# fifo_wr_arbiter

fifo_wr_arbiter, routing congestion:
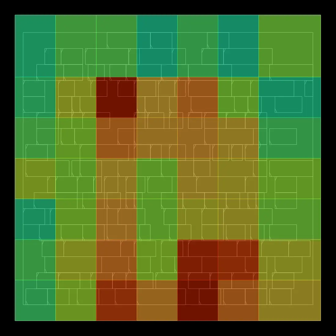
fifo_wr_arbiter, cells colored by class:
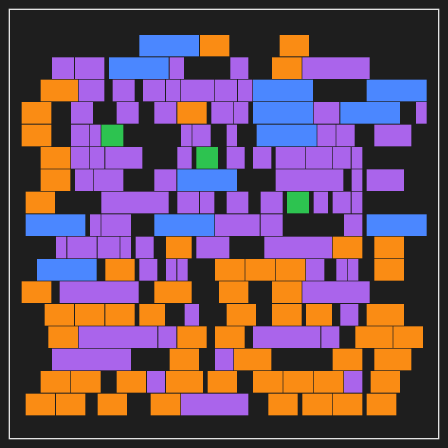
==> config.mk <==
export PLATFORM = sky130hd
export DESIGN_NAME = fifo_wr_arbiter
export DESIGN_NICKNAME = d
export VERILOG_FILES = /design/src/rtl/fifo_wr_arbiter.sv
export SDC_FILE = /design/constraint.sdc
export NUM_CORES = 1
export LEC_CHECK = 0
export CAP_MARGIN = 20
export CORE_MARGIN = 1
export CORE_UTILIZATION = 40
export DETAILED_ROUTE_END_ITERATION = 8
export GPL_TIMING_DRIVEN = 0
export MAX_ROUTING_LAYER = met4
export PLACE_DENSITY_LB_ADDON = 0.25
export REMOVE_ABC_BUFFERS = 1
export SLEW_MARGIN = 20
export SYNTH_ARGS = -nofsm -noshare
export SYNTH_HDL_FRONTEND = slang
export SYNTH_SLANG_ARGS = --single-unit
export TNS_END_PERCENT = 50
==> constraint.sdc <==
create_clock -name clk -period 5.75 [get_ports clk]
set_clock_uncertainty 0.15 [all_clocks]
set_input_delay 1.725 -clock clk [delete_from_list [all_inputs] [get_ports clk]]
set_output_delay 1.725 -clock clk [all_outputs]
set_load 0.05 [all_outputs]
==> src/rtl/fifo_wr_arbiter.sv <==
// fifo_wr_arbiter: round-robin arbiter that shares one FIFO write port
// among NUM_REQ valid/ready producers. A grant lasts until MAX_BURST words
// have been written or the owner drops valid. After that the block spends
// one cycle in IDLE and re-arbitrates, starting just after the last owner.
//
// Handshake: a word moves from requester i into the FIFO on a cycle where
// req_valid[i] && req_ready[i]. That cycle is exactly a cycle with
// fifo_wr_en=1. req_ready follows !fifo_full for the current owner only,
// and it does not depend on that owner's valid.
//
// Optional build macro FIFO_WR_ARBITER_STATS_EN adds per-requester 16-bit
// saturating transfer counters. They are read through stat_sel/stat_count.
module fifo_wr_arbiter #(
  parameter int DATA_WIDTH = 8,
  parameter int NUM_REQ    = 4,
  parameter int MAX_BURST  = 4
) (
  input  logic                          clk,
  input  logic                          reset,
  input  logic [NUM_REQ-1:0]            req_valid,
  input  logic [NUM_REQ*DATA_WIDTH-1:0] req_data,
  output logic [NUM_REQ-1:0]            req_ready,
  output logic [NUM_REQ-1:0]            grant,
  output logic                          busy,
`ifdef FIFO_WR_ARBITER_STATS_EN
  input  logic [$clog2(NUM_REQ)-1:0]    stat_sel,
  output logic [15:0]                   stat_count,
`endif
  input  logic                          fifo_full,
  output logic                          fifo_wr_en,
  output logic [DATA_WIDTH-1:0]         fifo_din
);

  localparam int OW = $clog2(NUM_REQ);
  localparam int CW = $clog2(MAX_BURST + 1);

  localparam logic [0:0]    ST_IDLE  = 1'b0;
  localparam logic [0:0]    ST_GRANT = 1'b1;
  localparam logic [OW:0]   NREQ_W   = (OW+1)'(NUM_REQ);
  localparam logic [CW-1:0] LAST_CNT = CW'(MAX_BURST - 1);

  logic [0:0]            r_state;
  logic [OW-1:0]         r_owner;
  logic [OW-1:0]         r_last_owner;
  logic [CW-1:0]         r_burst_cnt;
  logic [NUM_REQ-1:0]    r_grant;

  logic                  w_sel_found;
  logic [OW-1:0]         w_sel;
  logic [OW:0]           w_idx;
  logic                  w_own_valid;
  logic [DATA_WIDTH-1:0] w_own_data;
  logic [NUM_REQ-1:0]    w_own_onehot;
  logic                  w_active;
  logic                  w_xfer;

  // Rotating priority scan: the first valid requester after r_last_owner.
  // The loop runs from the lowest priority to the highest, so the last hit wins.
  always_comb begin
    w_sel_found = 1'b0;
    w_sel       = '0;
    w_idx       = '0;
    for (int k = NUM_REQ; k >= 1; k--) begin
      w_idx = {1'b0, r_last_owner} + (OW+1)'(k);
      if (w_idx >= NREQ_W) w_idx = w_idx - NREQ_W;
      if (req_valid[w_idx[OW-1:0]]) begin
        w_sel_found = 1'b1;
        w_sel       = w_idx[OW-1:0];
      end
    end
  end

  // Select the registered owner's valid, data slice and one-hot ready mask.
  always_comb begin
    w_own_valid  = 1'b0;
    w_own_data   = '0;
    w_own_onehot = '0;
    for (int i = 0; i < NUM_REQ; i++) begin
      if (r_owner == OW'(i)) begin
        w_own_valid     = req_valid[i];
        w_own_data      = req_data[i*DATA_WIDTH +: DATA_WIDTH];
        w_own_onehot[i] = 1'b1;
      end
    end
  end

  // While reset is asserted, neither a write nor a ready is allowed.
  assign w_active   = (r_state == ST_GRANT) && reset;
  assign w_xfer     = w_active && w_own_valid && !fifo_full;
  assign req_ready  = (w_active && !fifo_full) ? w_own_onehot : '0;
  assign fifo_wr_en = w_xfer;
  assign fifo_din   = w_xfer ? w_own_data : '0;
  assign grant      = r_grant;
  assign busy       = (r_state == ST_GRANT);

  // Arbitration FSM: IDLE picks an owner, and GRANT streams until the burst limit or a valid drop.
  always_ff @(posedge clk) begin
    if (!reset) begin
      r_state      <= ST_IDLE;
      r_owner      <= '0;
      r_last_owner <= OW'(NUM_REQ - 1);
      r_burst_cnt  <= '0;
      r_grant      <= '0;
    end else begin
      case (r_state)
        ST_IDLE: begin
          if (w_sel_found) begin
            r_state     <= ST_GRANT;
            r_owner     <= w_sel;
            r_grant     <= NUM_REQ'(1) << w_sel;
            r_burst_cnt <= '0;
          end
        end
        ST_GRANT: begin
          if (!w_own_valid || (w_xfer && (r_burst_cnt == LAST_CNT))) begin
            r_state      <= ST_IDLE;
            r_last_owner <= r_owner;
            r_grant      <= '0;
            r_burst_cnt  <= '0;
          end else if (w_xfer) begin
            r_burst_cnt <= r_burst_cnt + CW'(1);
          end
        end
        default: begin
          r_state <= ST_IDLE;
          r_grant <= '0;
        end
      endcase
    end
  end

`ifdef FIFO_WR_ARBITER_STATS_EN
  logic [15:0] r_stat_cnt [NUM_REQ];

  // Per-owner transfer counters. Each one stops at 16'hFFFF.
  always_ff @(posedge clk) begin
    if (!reset) begin
      for (int i = 0; i < NUM_REQ; i++) r_stat_cnt[i] <= '0;
    end else if (w_xfer && (r_stat_cnt[r_owner] != 16'hFFFF)) begin
      r_stat_cnt[r_owner] <= r_stat_cnt[r_owner] + 16'd1;
    end
  end

  // Counter readback. A select beyond NUM_REQ reads as zero.
  always_comb begin
    stat_count = '0;
    if (int'(stat_sel) < NUM_REQ) stat_count = r_stat_cnt[stat_sel];
  end
`endif

endmodule
==> flow_summary_export.csv <==
group,metric,value,unit
worst_hold_path,holdPathStages,2,
cells_and_area,largest_class,"multi-input combinational cells",
setup_path,cp.depth,4,
place,dpl_cell_area,1560,µm²
setup_path,r2r_end,"r_last_owner[0]",
global_routing,grt_max_degree,16,
setup_path,cp-endpoint,"fifo_din[7]",
drt,wl_per_cell,16.3,µm
cells_and_area,layout.nonclk_buf_frac,0.360,
setup_path,cp_cell_sequence,"clkdlybuf4s50_1, mux4_2, and3_1, clkdlybuf4s50_1",
cells_and_area,design_area,1590,µm²
final_timing,setup_ws,0.0673,ns
power_and_ir_drop,pwr-share-seq,0.394,
job,tool_warnings,25,
drt,m1WireLength,1110,µm
setup_path,cp_top_family,"buffers and inverters",
place,port_buffers,56,
drt,num_vias,1038,
die,coreArea,2280,µm²
global_routing,grt.total_usage,0.248,
cells_and_area,stdcell_count,181,
cells_and_area,layout-drive-gt1-share,0.105,
run_status,outcome,"finished, final reports clean",
die,die-width,51.9,µm
final_timing,hold_viol,0,
synthesis,top_logic_kind,"multiplexers",
global_routing,grt.overflow.total,0,
final_timing,report.final.slew_viol_count,0,
power_and_ir_drop,p_clk,0.0513,mW
power_and_ir_drop,power,0.259,mW
setup_path,crit_top_cell,"clkdlybuf4s50_1",
power_and_ir_drop,p_switching,0.0857,mW
setup_path,r2r_start,"r_owner[0]",
drt,dr.first_iter.drc_count,24,
clocking,numCtsBuffers,3,
die,die.size.y,51.9,µm
global_routing,busiest_layer,"met2",
final_timing,setup_viol,0,
drt,dr_wl_met2,1640,µm
die,die_area,2700,µm²
cells_and_area,final_cell_mix,"clkdlybuf4s50_1, dfxtp_1, and3_1",
setup_path,timing.critical_path.required,3.88,ns
synthesis,ff_type,"dfxtp_1",
## Picture notes: 'routing congestion' of fifo_wr_arbiter
met2 Use GR: 0.449
GRT met3 Usage: 0.0556

## Picture notes: 'cells colored by class' of fifo_wr_arbiter
Purple stands for combinational and other logic, cells 82. Blue stands for sequential cells, cells 12. Orange stands for remaining buffers and delay cells, cells 56. Green stands for clock drivers, cells 3.


# param_shift_reg_flat

param_shift_reg_flat, routing congestion:
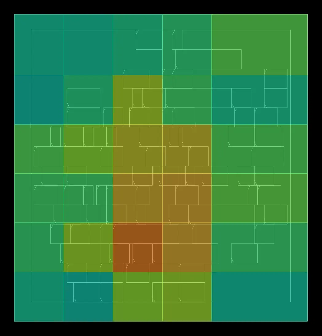
param_shift_reg_flat, I/O nets highlighted:
Bar = 10 µm.
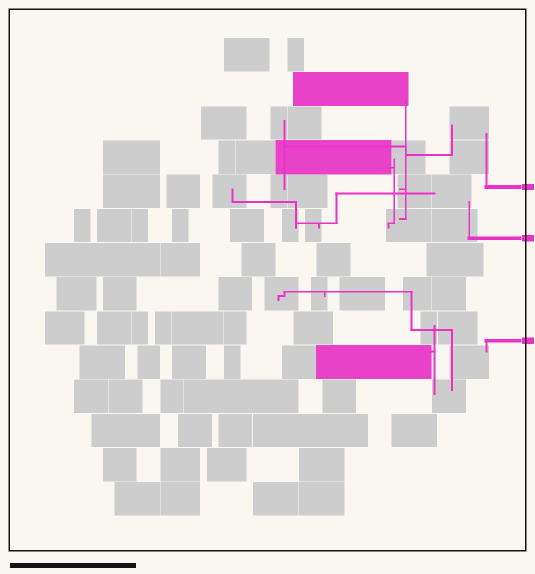
===== src/rtl/param_shift_reg_if.sv =====
// Bus bundle for param_shift_reg: control, serial/parallel data in, and all
// observed stage outputs. The master drives control/data; the slave is the register.
interface param_shift_reg_if #(
    parameter int WIDTH = 1,
    parameter int DEPTH = 3
);
    localparam int SW = (DEPTH > 1) ? $clog2(DEPTH) : 1;
    localparam int FW = $clog2(DEPTH + 1);

    logic                   clr;
    logic                   en;
    logic [1:0]             mode;
    logic [WIDTH-1:0]       din;
    logic [WIDTH-1:0]       din_rev;
    logic [WIDTH*DEPTH-1:0] load_data;
    logic [SW-1:0]          tap_sel;

    logic [WIDTH-1:0]       q;
    logic [WIDTH-1:0]       q_rev;
    logic [WIDTH-1:0]       tap;
    logic [WIDTH*DEPTH-1:0] par_out;
    logic [FW-1:0]          fill;
    logic                   full;

    modport master (
        output clr, en, mode, din, din_rev, load_data, tap_sel,
        input  q, q_rev, tap, par_out, fill, full
    );

    modport slave (
        input  clr, en, mode, din, din_rev, load_data, tap_sel,
        output q, q_rev, tap, par_out, fill, full
    );
endinterface


===== src/rtl/param_shift_reg.sv =====
// Bidirectional shift register with parallel load, selectable tap and a
// saturating fill counter. Outputs come straight from the stage registers.
module param_shift_reg #(
    parameter int WIDTH = 1,
    parameter int DEPTH = 3
) (
    input  logic               clk,
    input  logic               rst_n,
    param_shift_reg_if.slave   bus
);
    localparam int SW = (DEPTH > 1) ? $clog2(DEPTH) : 1;
    localparam int FW = $clog2(DEPTH + 1);

    localparam logic [1:0] MODE_HOLD = 2'b00;
    localparam logic [1:0] MODE_FWD  = 2'b01;
    localparam logic [1:0] MODE_BWD  = 2'b10;
    localparam logic [1:0] MODE_LOAD = 2'b11;

    localparam logic [FW-1:0] FILL_MAX = FW'(DEPTH);

    logic [WIDTH-1:0]       s_reg  [DEPTH];
    logic [WIDTH-1:0]       s_next [DEPTH];
    logic [FW-1:0]          fill_reg;
    logic [FW-1:0]          fill_next;
    logic [WIDTH*DEPTH-1:0] par_flat;
    logic [WIDTH-1:0]       tap_mux;
    logic [FW-1:0]          fill_inc;

    // Fill only counts up to DEPTH; extra shifts still move data.
    assign fill_inc = (fill_reg == FILL_MAX) ? fill_reg : fill_reg + FW'(1);

    always_comb begin
        for (int i = 0; i < DEPTH; i++) begin
            s_next[i] = s_reg[i];
        end
        fill_next = fill_reg;

        if (bus.clr) begin
            for (int i = 0; i < DEPTH; i++) begin
                s_next[i] = '0;
            end
            fill_next = '0;
        end else if (bus.en) begin
            case (bus.mode)
                MODE_FWD: begin
                    s_next[0] = bus.din;
                    for (int i = 1; i < DEPTH; i++) begin
                        s_next[i] = s_reg[i-1];
                    end
                    fill_next = fill_inc;
                end
                MODE_BWD: begin
                    s_next[DEPTH-1] = bus.din_rev;
                    for (int i = 0; i < DEPTH - 1; i++) begin
                        s_next[i] = s_reg[i+1];
                    end
                    fill_next = fill_inc;
                end
                MODE_LOAD: begin
                    for (int i = 0; i < DEPTH; i++) begin
                        s_next[i] = bus.load_data[i*WIDTH +: WIDTH];
                    end
                    fill_next = FILL_MAX;
                end
                default: begin
                    fill_next = fill_reg;
                end
            endcase
        end
    end

    always_ff @(posedge clk or negedge rst_n) begin
        if (!rst_n) begin
            for (int i = 0; i < DEPTH; i++) begin
                s_reg[i] <= '0;
            end
            fill_reg <= '0;
        end else begin
            for (int i = 0; i < DEPTH; i++) begin
                s_reg[i] <= s_next[i];
            end
            fill_reg <= fill_next;
        end
    end

    generate
        for (genvar gi = 0; gi < DEPTH; gi++) begin : g_pack
            assign par_flat[gi*WIDTH +: WIDTH] = s_reg[gi];
        end
    endgenerate

    // Selects beyond the last stage (non-power-of-two DEPTH) read as zero.
    always_comb begin
        tap_mux = '0;
        for (int i = 0; i < DEPTH; i++) begin
            if (int'(bus.tap_sel) == i) begin
                tap_mux = s_reg[i];
            end
        end
    end

    assign bus.q       = s_reg[DEPTH-1];
    assign bus.q_rev   = s_reg[0];
    assign bus.tap     = tap_mux;
    assign bus.par_out = par_flat;
    assign bus.fill    = fill_reg;
    assign bus.full    = (fill_reg == FILL_MAX);
endmodule


===== src/flat_wrapper.sv =====
// flat-port wrapper written by rule: the top's interface ports become plain ports
module param_shift_reg_flat 
#(
    parameter int WIDTH = 1,
    parameter int DEPTH = 3
)
  (clk, rst_n, bus_clr, bus_en, bus_mode, bus_din, bus_din_rev, bus_load_data, bus_tap_sel, bus_q, bus_q_rev, bus_tap, bus_par_out, bus_fill, bus_full);
  param_shift_reg_if #(.WIDTH(WIDTH), .DEPTH(DEPTH)) bus_i ();
  input  logic clk;
  input  logic rst_n;
  input wire logic [$bits(bus_i.clr)-1:0] bus_clr;
  input wire logic [$bits(bus_i.en)-1:0] bus_en;
  input wire logic [$bits(bus_i.mode)-1:0] bus_mode;
  input wire logic [$bits(bus_i.din)-1:0] bus_din;
  input wire logic [$bits(bus_i.din_rev)-1:0] bus_din_rev;
  input wire logic [$bits(bus_i.load_data)-1:0] bus_load_data;
  input wire logic [$bits(bus_i.tap_sel)-1:0] bus_tap_sel;
  output wire logic [$bits(bus_i.q)-1:0] bus_q;
  output wire logic [$bits(bus_i.q_rev)-1:0] bus_q_rev;
  output wire logic [$bits(bus_i.tap)-1:0] bus_tap;
  output wire logic [$bits(bus_i.par_out)-1:0] bus_par_out;
  output wire logic [$bits(bus_i.fill)-1:0] bus_fill;
  output wire logic [$bits(bus_i.full)-1:0] bus_full;
  assign bus_i.clr = bus_clr;
  assign bus_i.en = bus_en;
  assign bus_i.mode = bus_mode;
  assign bus_i.din = bus_din;
  assign bus_i.din_rev = bus_din_rev;
  assign bus_i.load_data = bus_load_data;
  assign bus_i.tap_sel = bus_tap_sel;
  assign bus_q = bus_i.q;
  assign bus_q_rev = bus_i.q_rev;
  assign bus_tap = bus_i.tap;
  assign bus_par_out = bus_i.par_out;
  assign bus_fill = bus_i.fill;
  assign bus_full = bus_i.full;
  param_shift_reg #(.WIDTH(WIDTH), .DEPTH(DEPTH)) u_core (.clk(clk), .rst_n(rst_n), .bus(bus_i));
endmodule

===== config.mk =====
export PLATFORM = sky130hd
export DESIGN_NAME = param_shift_reg_flat
export DESIGN_NICKNAME = d
export VERILOG_FILES = /design/src/rtl/param_shift_reg_if.sv /design/src/rtl/param_shift_reg.sv /design/src/flat_wrapper.sv
export SDC_FILE = /design/constraint.sdc
export NUM_CORES = 1
export LEC_CHECK = 0
export CORE_AREA = 2 2 39 41
export DETAILED_ROUTE_END_ITERATION = 7
export DIE_AREA = 0 0 41 43
export HOLD_SLACK_MARGIN = 0.12
export SYNTH_ARGS = -nofsm -noshare
export SYNTH_HDL_FRONTEND = slang
export SYNTH_SLANG_ARGS = --single-unit

===== constraint.sdc =====
create_clock -name clk -period 1.6 [get_ports clk]
set_input_delay 0.32 -clock clk [delete_from_list [all_inputs] [get_ports clk]]
set_output_delay 0.32 -clock clk [all_outputs]
set_load 0.02 [all_outputs]

==> flow_summary_export.csv <==
group,metric,value,unit
run_status,outcome,"finished, final reports clean",
synthesis,synth_adder_area_share,0.132,
place,dpl_cell_area,687,µm²
global_routing,busiest_layer,"met2",
final_timing,setup_viol,0,
global_routing,grtUsageMet3,0.00524,
cells_and_area,fin_nets,95,
setup_path,cp_cell_sequence,"ha_2, dlygate4sd2_1",
synthesis,common_cells,"dfrtp_1, inv_1, ha_1, nand2_1, nor2_1",
power_and_ir_drop,pwr-share-seq,0.311,
power_and_ir_drop,powerSeq,0.144,mW
setup_path,path_buffers,1,
power_and_ir_drop,pwr-share-clk,0.307,
cells_and_area,largest_register_ffs,2,
die,die.size.y,43,µm
global_routing,antenna_found_initial,0,
## Picture notes: 'routing congestion' of param_shift_reg_flat
post-DR wirelength/cell: 10.1 µm
Layout Utilization: 0.515
met1 Usage GRT: 0.146

## Picture notes: 'I/O nets highlighted' of param_shift_reg_flat
Magenta stands for bus_par_out, bits 3, direction output, edge east, end cells 3, buffers 6, wire 107 µm.


# tl_cntr_timed

<file path="src/rtl/tl_cntr_timed.sv">
// rtl/tl_cntr_timed.sv - two-road traffic-light controller with left-turn phases, min/max green and night flash
module tl_cntr_timed #(
    parameter int CNT_W      = 8,
    parameter int GREEN_MIN  = 10,
    parameter int GREEN_MAX  = 30,
    parameter int YELLOW_CYC = 5
) (
    input  logic       clk,
    input  logic       reset_n,
    input  logic       Ta,
    input  logic       Tal,
    input  logic       Tb,
    input  logic       Tbl,
    input  logic       night,
    output logic [1:0] La,
    output logic [1:0] Lb,
    output logic [3:0] phase
);

    typedef enum logic [3:0] {
        S_AG    = 4'd0,
        S_AY    = 4'd1,
        S_AL    = 4'd2,
        S_ALY   = 4'd3,
        S_BG    = 4'd4,
        S_BY    = 4'd5,
        S_BL    = 4'd6,
        S_BLY   = 4'd7,
        S_NIGHT = 4'd8
    } state_t;

    localparam logic [1:0] L_GREEN  = 2'b00;
    localparam logic [1:0] L_YELLOW = 2'b01;
    localparam logic [1:0] L_RED    = 2'b10;
    localparam logic [1:0] L_LEFT   = 2'b11;

    localparam logic [CNT_W-1:0] C_MIN_M1 = CNT_W'(GREEN_MIN - 1);
    localparam logic [CNT_W-1:0] C_MAX_M1 = CNT_W'(GREEN_MAX - 1);
    localparam logic [CNT_W-1:0] C_YEL_M1 = CNT_W'(YELLOW_CYC - 1);
    localparam logic [CNT_W-1:0] C_SAT    = {CNT_W{1'b1}};

    state_t           r_state;
    logic [CNT_W-1:0] r_timer;
    logic             r_blink;

    state_t           w_state_nxt;
    logic [CNT_W-1:0] w_timer_nxt;
    logic             w_blink_nxt;
    logic             w_min_ok;
    logic             w_max_ok;
    logic             w_yel_end;

    assign w_min_ok  = (r_timer >= C_MIN_M1);
    assign w_max_ok  = (r_timer >= C_MAX_M1);
    assign w_yel_end = (r_timer == C_YEL_M1);

    always_ff @(posedge clk) begin
        if (!reset_n) begin
            r_state <= S_AG;
            r_timer <= '0;
            r_blink <= 1'b0;
        end else begin
            r_state <= w_state_nxt;
            r_timer <= w_timer_nxt;
            r_blink <= w_blink_nxt;
        end
    end

    always_comb begin
        w_state_nxt = r_state;
        case (r_state)
            S_AG: begin
                if (w_min_ok && (!Ta || (w_max_ok && (Tal || Tb || Tbl))))
                    w_state_nxt = S_AY;
            end
            S_AL: begin
                if (w_min_ok && (!Tal || (w_max_ok && (Ta || Tb || Tbl))))
                    w_state_nxt = S_ALY;
            end
            S_BG: begin
                if (w_min_ok && (!Tb || (w_max_ok && (Tbl || Ta || Tal))))
                    w_state_nxt = S_BY;
            end
            S_BL: begin
                if (w_min_ok && (!Tbl || (w_max_ok && (Tb || Ta || Tal))))
                    w_state_nxt = S_BLY;
            end
            S_AY: begin
                if (w_yel_end)
                    w_state_nxt = night ? S_NIGHT : (Tal ? S_AL : S_BG);
            end
            S_ALY: begin
                if (w_yel_end)
                    w_state_nxt = night ? S_NIGHT : S_BG;
            end
            S_BY: begin
                if (w_yel_end)
                    w_state_nxt = night ? S_NIGHT : (Tbl ? S_BL : S_AG);
            end
            S_BLY: begin
                if (w_yel_end)
                    w_state_nxt = night ? S_NIGHT : S_AG;
            end
            S_NIGHT: begin
                if (w_yel_end && !night)
                    w_state_nxt = S_AG;
            end
            default: w_state_nxt = S_AG;
        endcase
    end

    // Timer restarts on any state change and on each night blink boundary.
    always_comb begin
        w_timer_nxt = r_timer;
        w_blink_nxt = 1'b0;
        if (w_state_nxt != r_state) begin
            w_timer_nxt = '0;
            w_blink_nxt = (w_state_nxt == S_NIGHT);
        end else if (r_state == S_NIGHT) begin
            if (w_yel_end) begin
                w_timer_nxt = '0;
                w_blink_nxt = !r_blink;
            end else begin
                w_timer_nxt = r_timer + 1'b1;
                w_blink_nxt = r_blink;
            end
        end else if (r_timer != C_SAT) begin
            w_timer_nxt = r_timer + 1'b1;
        end
    end

    always_comb begin
        La    = L_RED;
        Lb    = L_RED;
        phase = r_state;
        case (r_state)
            S_AG:    La = L_GREEN;
            S_AY:    La = L_YELLOW;
            S_AL:    La = L_LEFT;
            S_ALY:   La = L_YELLOW;
            S_BG:    Lb = L_GREEN;
            S_BY:    Lb = L_YELLOW;
            S_BL:    Lb = L_LEFT;
            S_BLY:   Lb = L_YELLOW;
            S_NIGHT: begin
                La = r_blink ? L_YELLOW : L_RED;
                Lb = r_blink ? L_YELLOW : L_RED;
            end
            default: begin
                La = L_RED;
                Lb = L_RED;
            end
        endcase
    end

endmodule
</file>
<file path="config.mk">
export PLATFORM = sky130hd
export DESIGN_NAME = tl_cntr_timed
export DESIGN_NICKNAME = d
export VERILOG_FILES = /design/src/rtl/tl_cntr_timed.sv
export SDC_FILE = /design/constraint.sdc
export NUM_CORES = 1
export LEC_CHECK = 0
export CAP_MARGIN = 5
export CORE_ASPECT_RATIO = 1.25
export CORE_MARGIN = 3
export CORE_UTILIZATION = 39
export CTS_CLUSTER_SIZE = 40
export DETAILED_ROUTE_END_ITERATION = 8
export GPL_ROUTABILITY_DRIVEN = 1
export SETUP_SLACK_MARGIN = 0.05
export SYNTH_ARGS = -nofsm -noshare
export SYNTH_HDL_FRONTEND = slang
export SYNTH_SLANG_ARGS = --single-unit
</file>
<file path="constraint.sdc">
create_clock -name clk -period 3.3 [get_ports clk]
set_clock_uncertainty 0.2 [all_clocks]
set_input_delay 0.33 -clock clk [delete_from_list [all_inputs] [get_ports clk]]
set_output_delay 0.33 -clock clk [all_outputs]
set_load 0.01 [all_outputs]
</file>
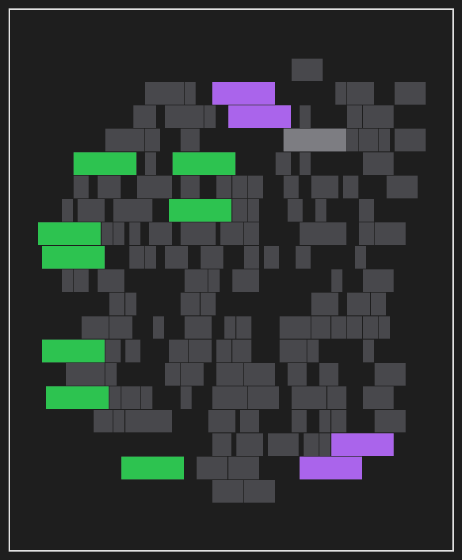
tl_cntr_timed: register map, names as in the netlist
Purple stands for phase, sequential cells 4. Green stands for r_timer, sequential cells 8.
Another 1 sequential cells are not colored.
Seq power: 0.164 mW
Seq/total area: 0.219

==> flow_summary_export.csv <==
group,metric,value,unit
synthesis,yosys_area,1000,µm²
power_and_ir_drop,pwr-share-clk,0.335,
global_routing,grt.overflow.total,0,
final_timing,report.final.slew_viol_count,0,
setup_path,worstPathMaxFanout,13,
job,tool_warnings,28,
synthesis,ys_types,40,
cells_and_area,layout-drive-gt1-share,0.0759,
synthesis,ys_sh_mux,0.0324,
setup_path,end_kind,"output pin",
job,maxCapViolCount,0,
drt,num_vias,1005,
final_timing,max_freq,389,MHz
place,gp_congestion,0.810,
cells_and_area,final_cell_mix,"nor2_1, clkdlybuf4s50_1, dfxtp_1",
synthesis,yosys_warnings,0,
power_and_ir_drop,peakVddDrop,0.000259,V
global_routing,grt_pass1_vias,886,
place,pre_cts_ws,0.578,ns
cells_and_area,diodes,0,
die,fp_util,0.431,
synthesis,synth-async-reset-ratio,0,
global_routing,use_met1,0.192,
setup_path,ff2ff_setup_slack,0.89,ns
run_status,outcome,"finished, final reports clean",
global_routing,grt_pass1_wl,4020,µm
place,hpwlAfterDp,1840,µm
cells_and_area,final_core_util,0.510,
place,dp.cells,172,
clocking,clock.latency.late_pin,0.28,ns
worst_hold_path,hold_start,"r_timer[0]",
setup_path,cp-endpoint,"La[1]",
global_routing,grt.total_usage,0.156,
cells_and_area,clk_share,0.0221,
cells_and_area,design_area,1190,µm²
cells_and_area,largest_class,"multi-input combinational cells",
setup_path,critPathArrivalTime,2.04,ns
cells_and_area,final_common_cell,"nor2_1",
cells_and_area,inv_count,6,
power_and_ir_drop,p_clk,0.103,mW
die,coreArea,2330,µm²
drt,top_layer,"met4",
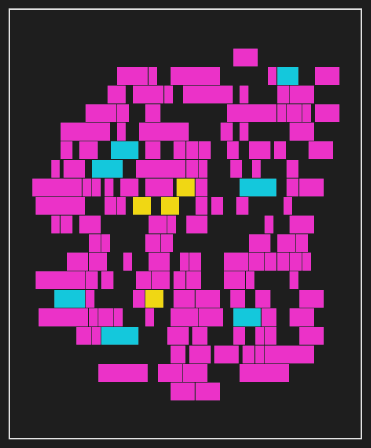
tl_cntr_timed: cell sizes after repair
Cyan stands for _2 cells, cells 7. Magenta stands for _0 and _1 cells, cells 134, most used nor2_1. Yellow stands for _3 and _4 cells, cells 4, most used clkbuf_4.


# bcd_stopwatch

bcd_stopwatch, routing congestion:
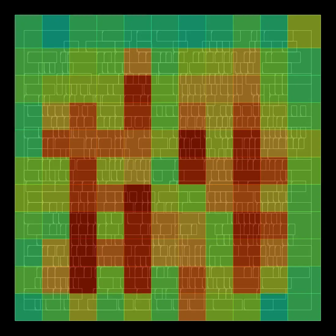
bcd_stopwatch, register map, names as in the netlist:
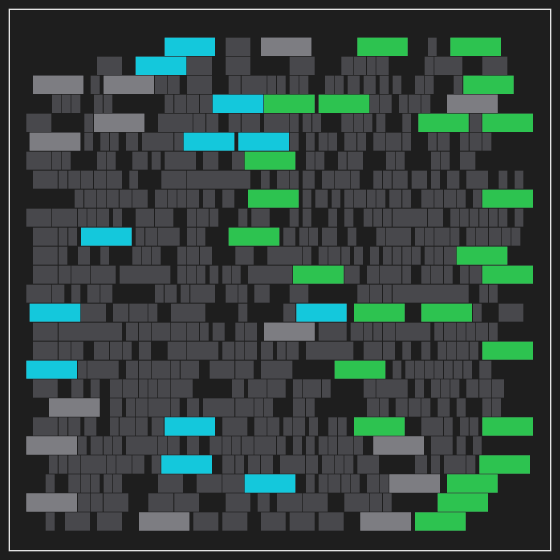
==> src/rtl/bcd_stopwatch.sv <==
// Parametrised BCD stopwatch: tick prescaler, N BCD digits, up/down counting
// with saturation at the terminal value, clamped preset load and lap capture.
module bcd_stopwatch #(
  parameter int unsigned TICK_DIV = 10000000,
  parameter int unsigned DIGITS   = 3
) (
  input  logic                  clk,
  input  logic                  rst,
  input  logic                  start,
  input  logic                  down,
  input  logic                  load,
  input  logic [4*DIGITS-1:0]   preset,
  input  logic                  lap,
  output logic [4*DIGITS-1:0]   count_out,
  output logic [4*DIGITS-1:0]   lap_out,
  output logic                  lap_valid,
  output logic                  tick_out,
  output logic                  at_end
);

  localparam int unsigned W  = 4 * DIGITS;
  localparam int unsigned PW = (TICK_DIV > 1) ? $clog2(TICK_DIV) : 1;
  localparam logic [PW-1:0] PRE_LAST = PW'(TICK_DIV - 1);

  logic [PW-1:0] pre_q, pre_d;
  logic [W-1:0]  cnt_q, cnt_d;
  logic [W-1:0]  lap_q, lap_d;
  logic          lv_q, lv_d;
  logic          tick_q, tick_d;

  logic [W-1:0]  next_cnt;
  logic [W-1:0]  preset_cl;
  logic [W-1:0]  all9;
  logic [3:0]    dig, nxt, pdig;
  logic          carry;
  logic          run, step;

  // Ripple BCD increment/decrement: carry (or borrow) only propagates past 9 (or 0).
  always_comb begin
    next_cnt  = '0;
    preset_cl = '0;
    all9      = '0;
    dig       = '0;
    nxt       = '0;
    pdig      = '0;
    carry     = 1'b1;
    for (int unsigned i = 0; i < DIGITS; i++) begin
      dig = cnt_q[4*i +: 4];
      nxt = dig;
      if (carry) begin
        if (down) begin
          if (dig == 4'd0) begin
            nxt = 4'd9;
          end else begin
            nxt   = dig - 4'd1;
            carry = 1'b0;
          end
        end else begin
          if (dig >= 4'd9) begin
            nxt = 4'd0;
          end else begin
            nxt   = dig + 4'd1;
            carry = 1'b0;
          end
        end
      end
      next_cnt[4*i +: 4]  = nxt;
      pdig                = preset[4*i +: 4];
      preset_cl[4*i +: 4] = (pdig > 4'd9) ? 4'd9 : pdig;
      all9[4*i +: 4]      = 4'd9;
    end
  end

  assign at_end = down ? (cnt_q == '0) : (cnt_q == all9);
  assign run    = start && !at_end;
  assign step   = run && (pre_q == PRE_LAST);

  always_comb begin
    pre_d  = pre_q;
    cnt_d  = cnt_q;
    lap_d  = lap_q;
    lv_d   = lv_q;
    tick_d = 1'b0;
    if (load) begin
      cnt_d = preset_cl;
      pre_d = '0;
      lv_d  = 1'b0;
    end else begin
      if (run) begin
        pre_d = step ? '0 : pre_q + 1'b1;
      end
      if (step) begin
        cnt_d  = next_cnt;
        tick_d = 1'b1;
      end
      if (lap) begin
        lap_d = cnt_q;
        lv_d  = 1'b1;
      end
    end
  end

  always_ff @(posedge clk) begin
    if (rst) begin
      pre_q  <= '0;
      cnt_q  <= '0;
      lap_q  <= '0;
      lv_q   <= 1'b0;
      tick_q <= 1'b0;
    end else begin
      pre_q  <= pre_d;
      cnt_q  <= cnt_d;
      lap_q  <= lap_d;
      lv_q   <= lv_d;
      tick_q <= tick_d;
    end
  end

  assign count_out = cnt_q;
  assign lap_out   = lap_q;
  assign lap_valid = lv_q;
  assign tick_out  = tick_q;

endmodule

==> config.mk <==
export PLATFORM = sky130hd
export DESIGN_NAME = bcd_stopwatch
export DESIGN_NICKNAME = d
export VERILOG_FILES = /design/src/rtl/bcd_stopwatch.sv
export SDC_FILE = /design/constraint.sdc
export NUM_CORES = 1
export LEC_CHECK = 0
export ABC_AREA = 1
export ABC_CLOCK_PERIOD_IN_PS = 2610
export CORE_MARGIN = 2
export CORE_UTILIZATION = 59
export DETAILED_ROUTE_END_ITERATION = 8
export PLACE_DENSITY = 0.85
export SLEW_MARGIN = 0
export SYNTH_ARGS = -nofsm -noshare
export SYNTH_HDL_FRONTEND = slang
export SYNTH_SLANG_ARGS = --single-unit
==> constraint.sdc <==
create_clock -name clk -period 2.61 [get_ports clk]
set_input_delay 0.3915 -clock clk [delete_from_list [all_inputs] [get_ports clk]]
set_output_delay 0.3915 -clock clk [all_outputs]
set_load 0.005 [all_outputs]
==> flow_summary_export.csv <==
group,metric,value,unit
synthesis,ys_sh_mux,0,
synthesis,ff_type,"dfxtp_1",
place,pre_cts_ws,0.260,ns
power_and_ir_drop,p_clk,0.554,mW
clocking,cts_tree,"done",
setup_path,cp_slowest_cell,"clkdlybuf4s50_1",
synthesis,netlist_area,3170,µm²
cells_and_area,diodes,0,
synthesis,simple_gate_share,0.393,
cells_and_area,seq_area,1000,µm²
worst_hold_path,worstHoldEndpoint,"lap_valid",
cells_and_area,largest_register_ffs,24,
worst_hold_path,hold_start,"lap_valid",
synthesis,area_leaders,"dfxtp_1, nand2_1, nor2_1, nand3_1, a21oi_1",
setup_path,cp_slowest_stage_delay,0.56,ns
final_timing,max_freq,400,MHz
final_timing,rsz0062_at_grt,"no",
place,gp_congestion,0.930,
final_timing,clock_skew,0.00520,ns
cells_and_area,clk_share,0.0288,
die,coreArea,5140,µm²
cells_and_area,sh_comb_area,0.506,
run_status,outcome,"finished, final reports clean",
drt,postRouteWirelength,8120,µm
synthesis,numSynthFlops,50,
cells_and_area,flops,50,
final_timing,tightest_slew,0.456,ns
setup_path,path_buffers,2,
cells_and_area,nFillCells,441,
synthesis,synth_adder_area_share,0.0394,
power_and_ir_drop,power_leader,"sequential cells",
About 'routing congestion' of bcd_stopwatch:
met1 Usage GRT: 0.316
GRT Util Overall: 0.276
post-DR wirelength/cell: 13.3 µm
Layout Utilization: 0.744

About 'register map, names as in the netlist' of bcd_stopwatch:
Green stands for pre_q, sequential cells 24. Cyan stands for lap_out, sequential cells 12.



==> layout pictures side by side <==
Cells colored by class.
image #1
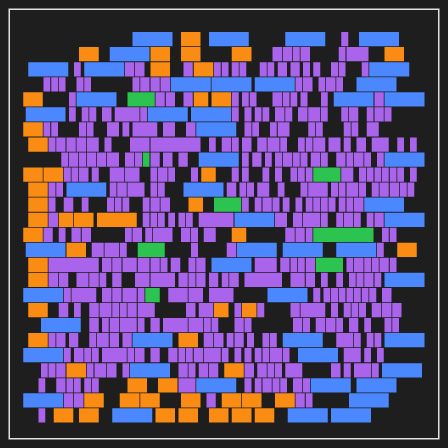
image #2
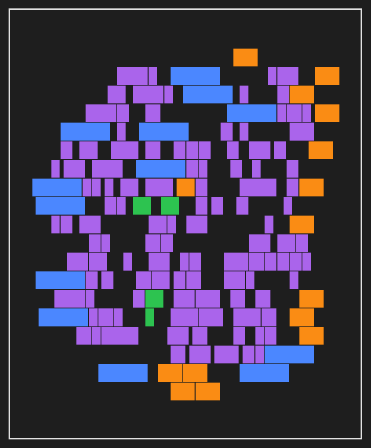
image #3
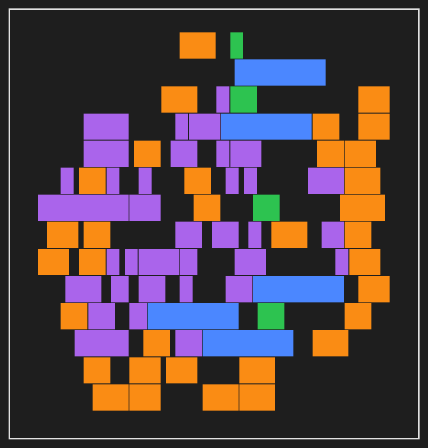
- most cells: image #1
- highest utilization: image #1
- tl_cntr_timed = image #2
- bcd_stopwatch = image #1
- param_shift_reg_flat = image #3

Key to image #2:
Blue stands for sequential cells, cells 13. Green stands for clock drivers and dummy loads, cells 4. Orange stands for remaining buffers and delay cells, cells 15. Purple stands for combinational and other logic, cells 113.

No activity file was given, so power comes from the tool's default toggle rates.
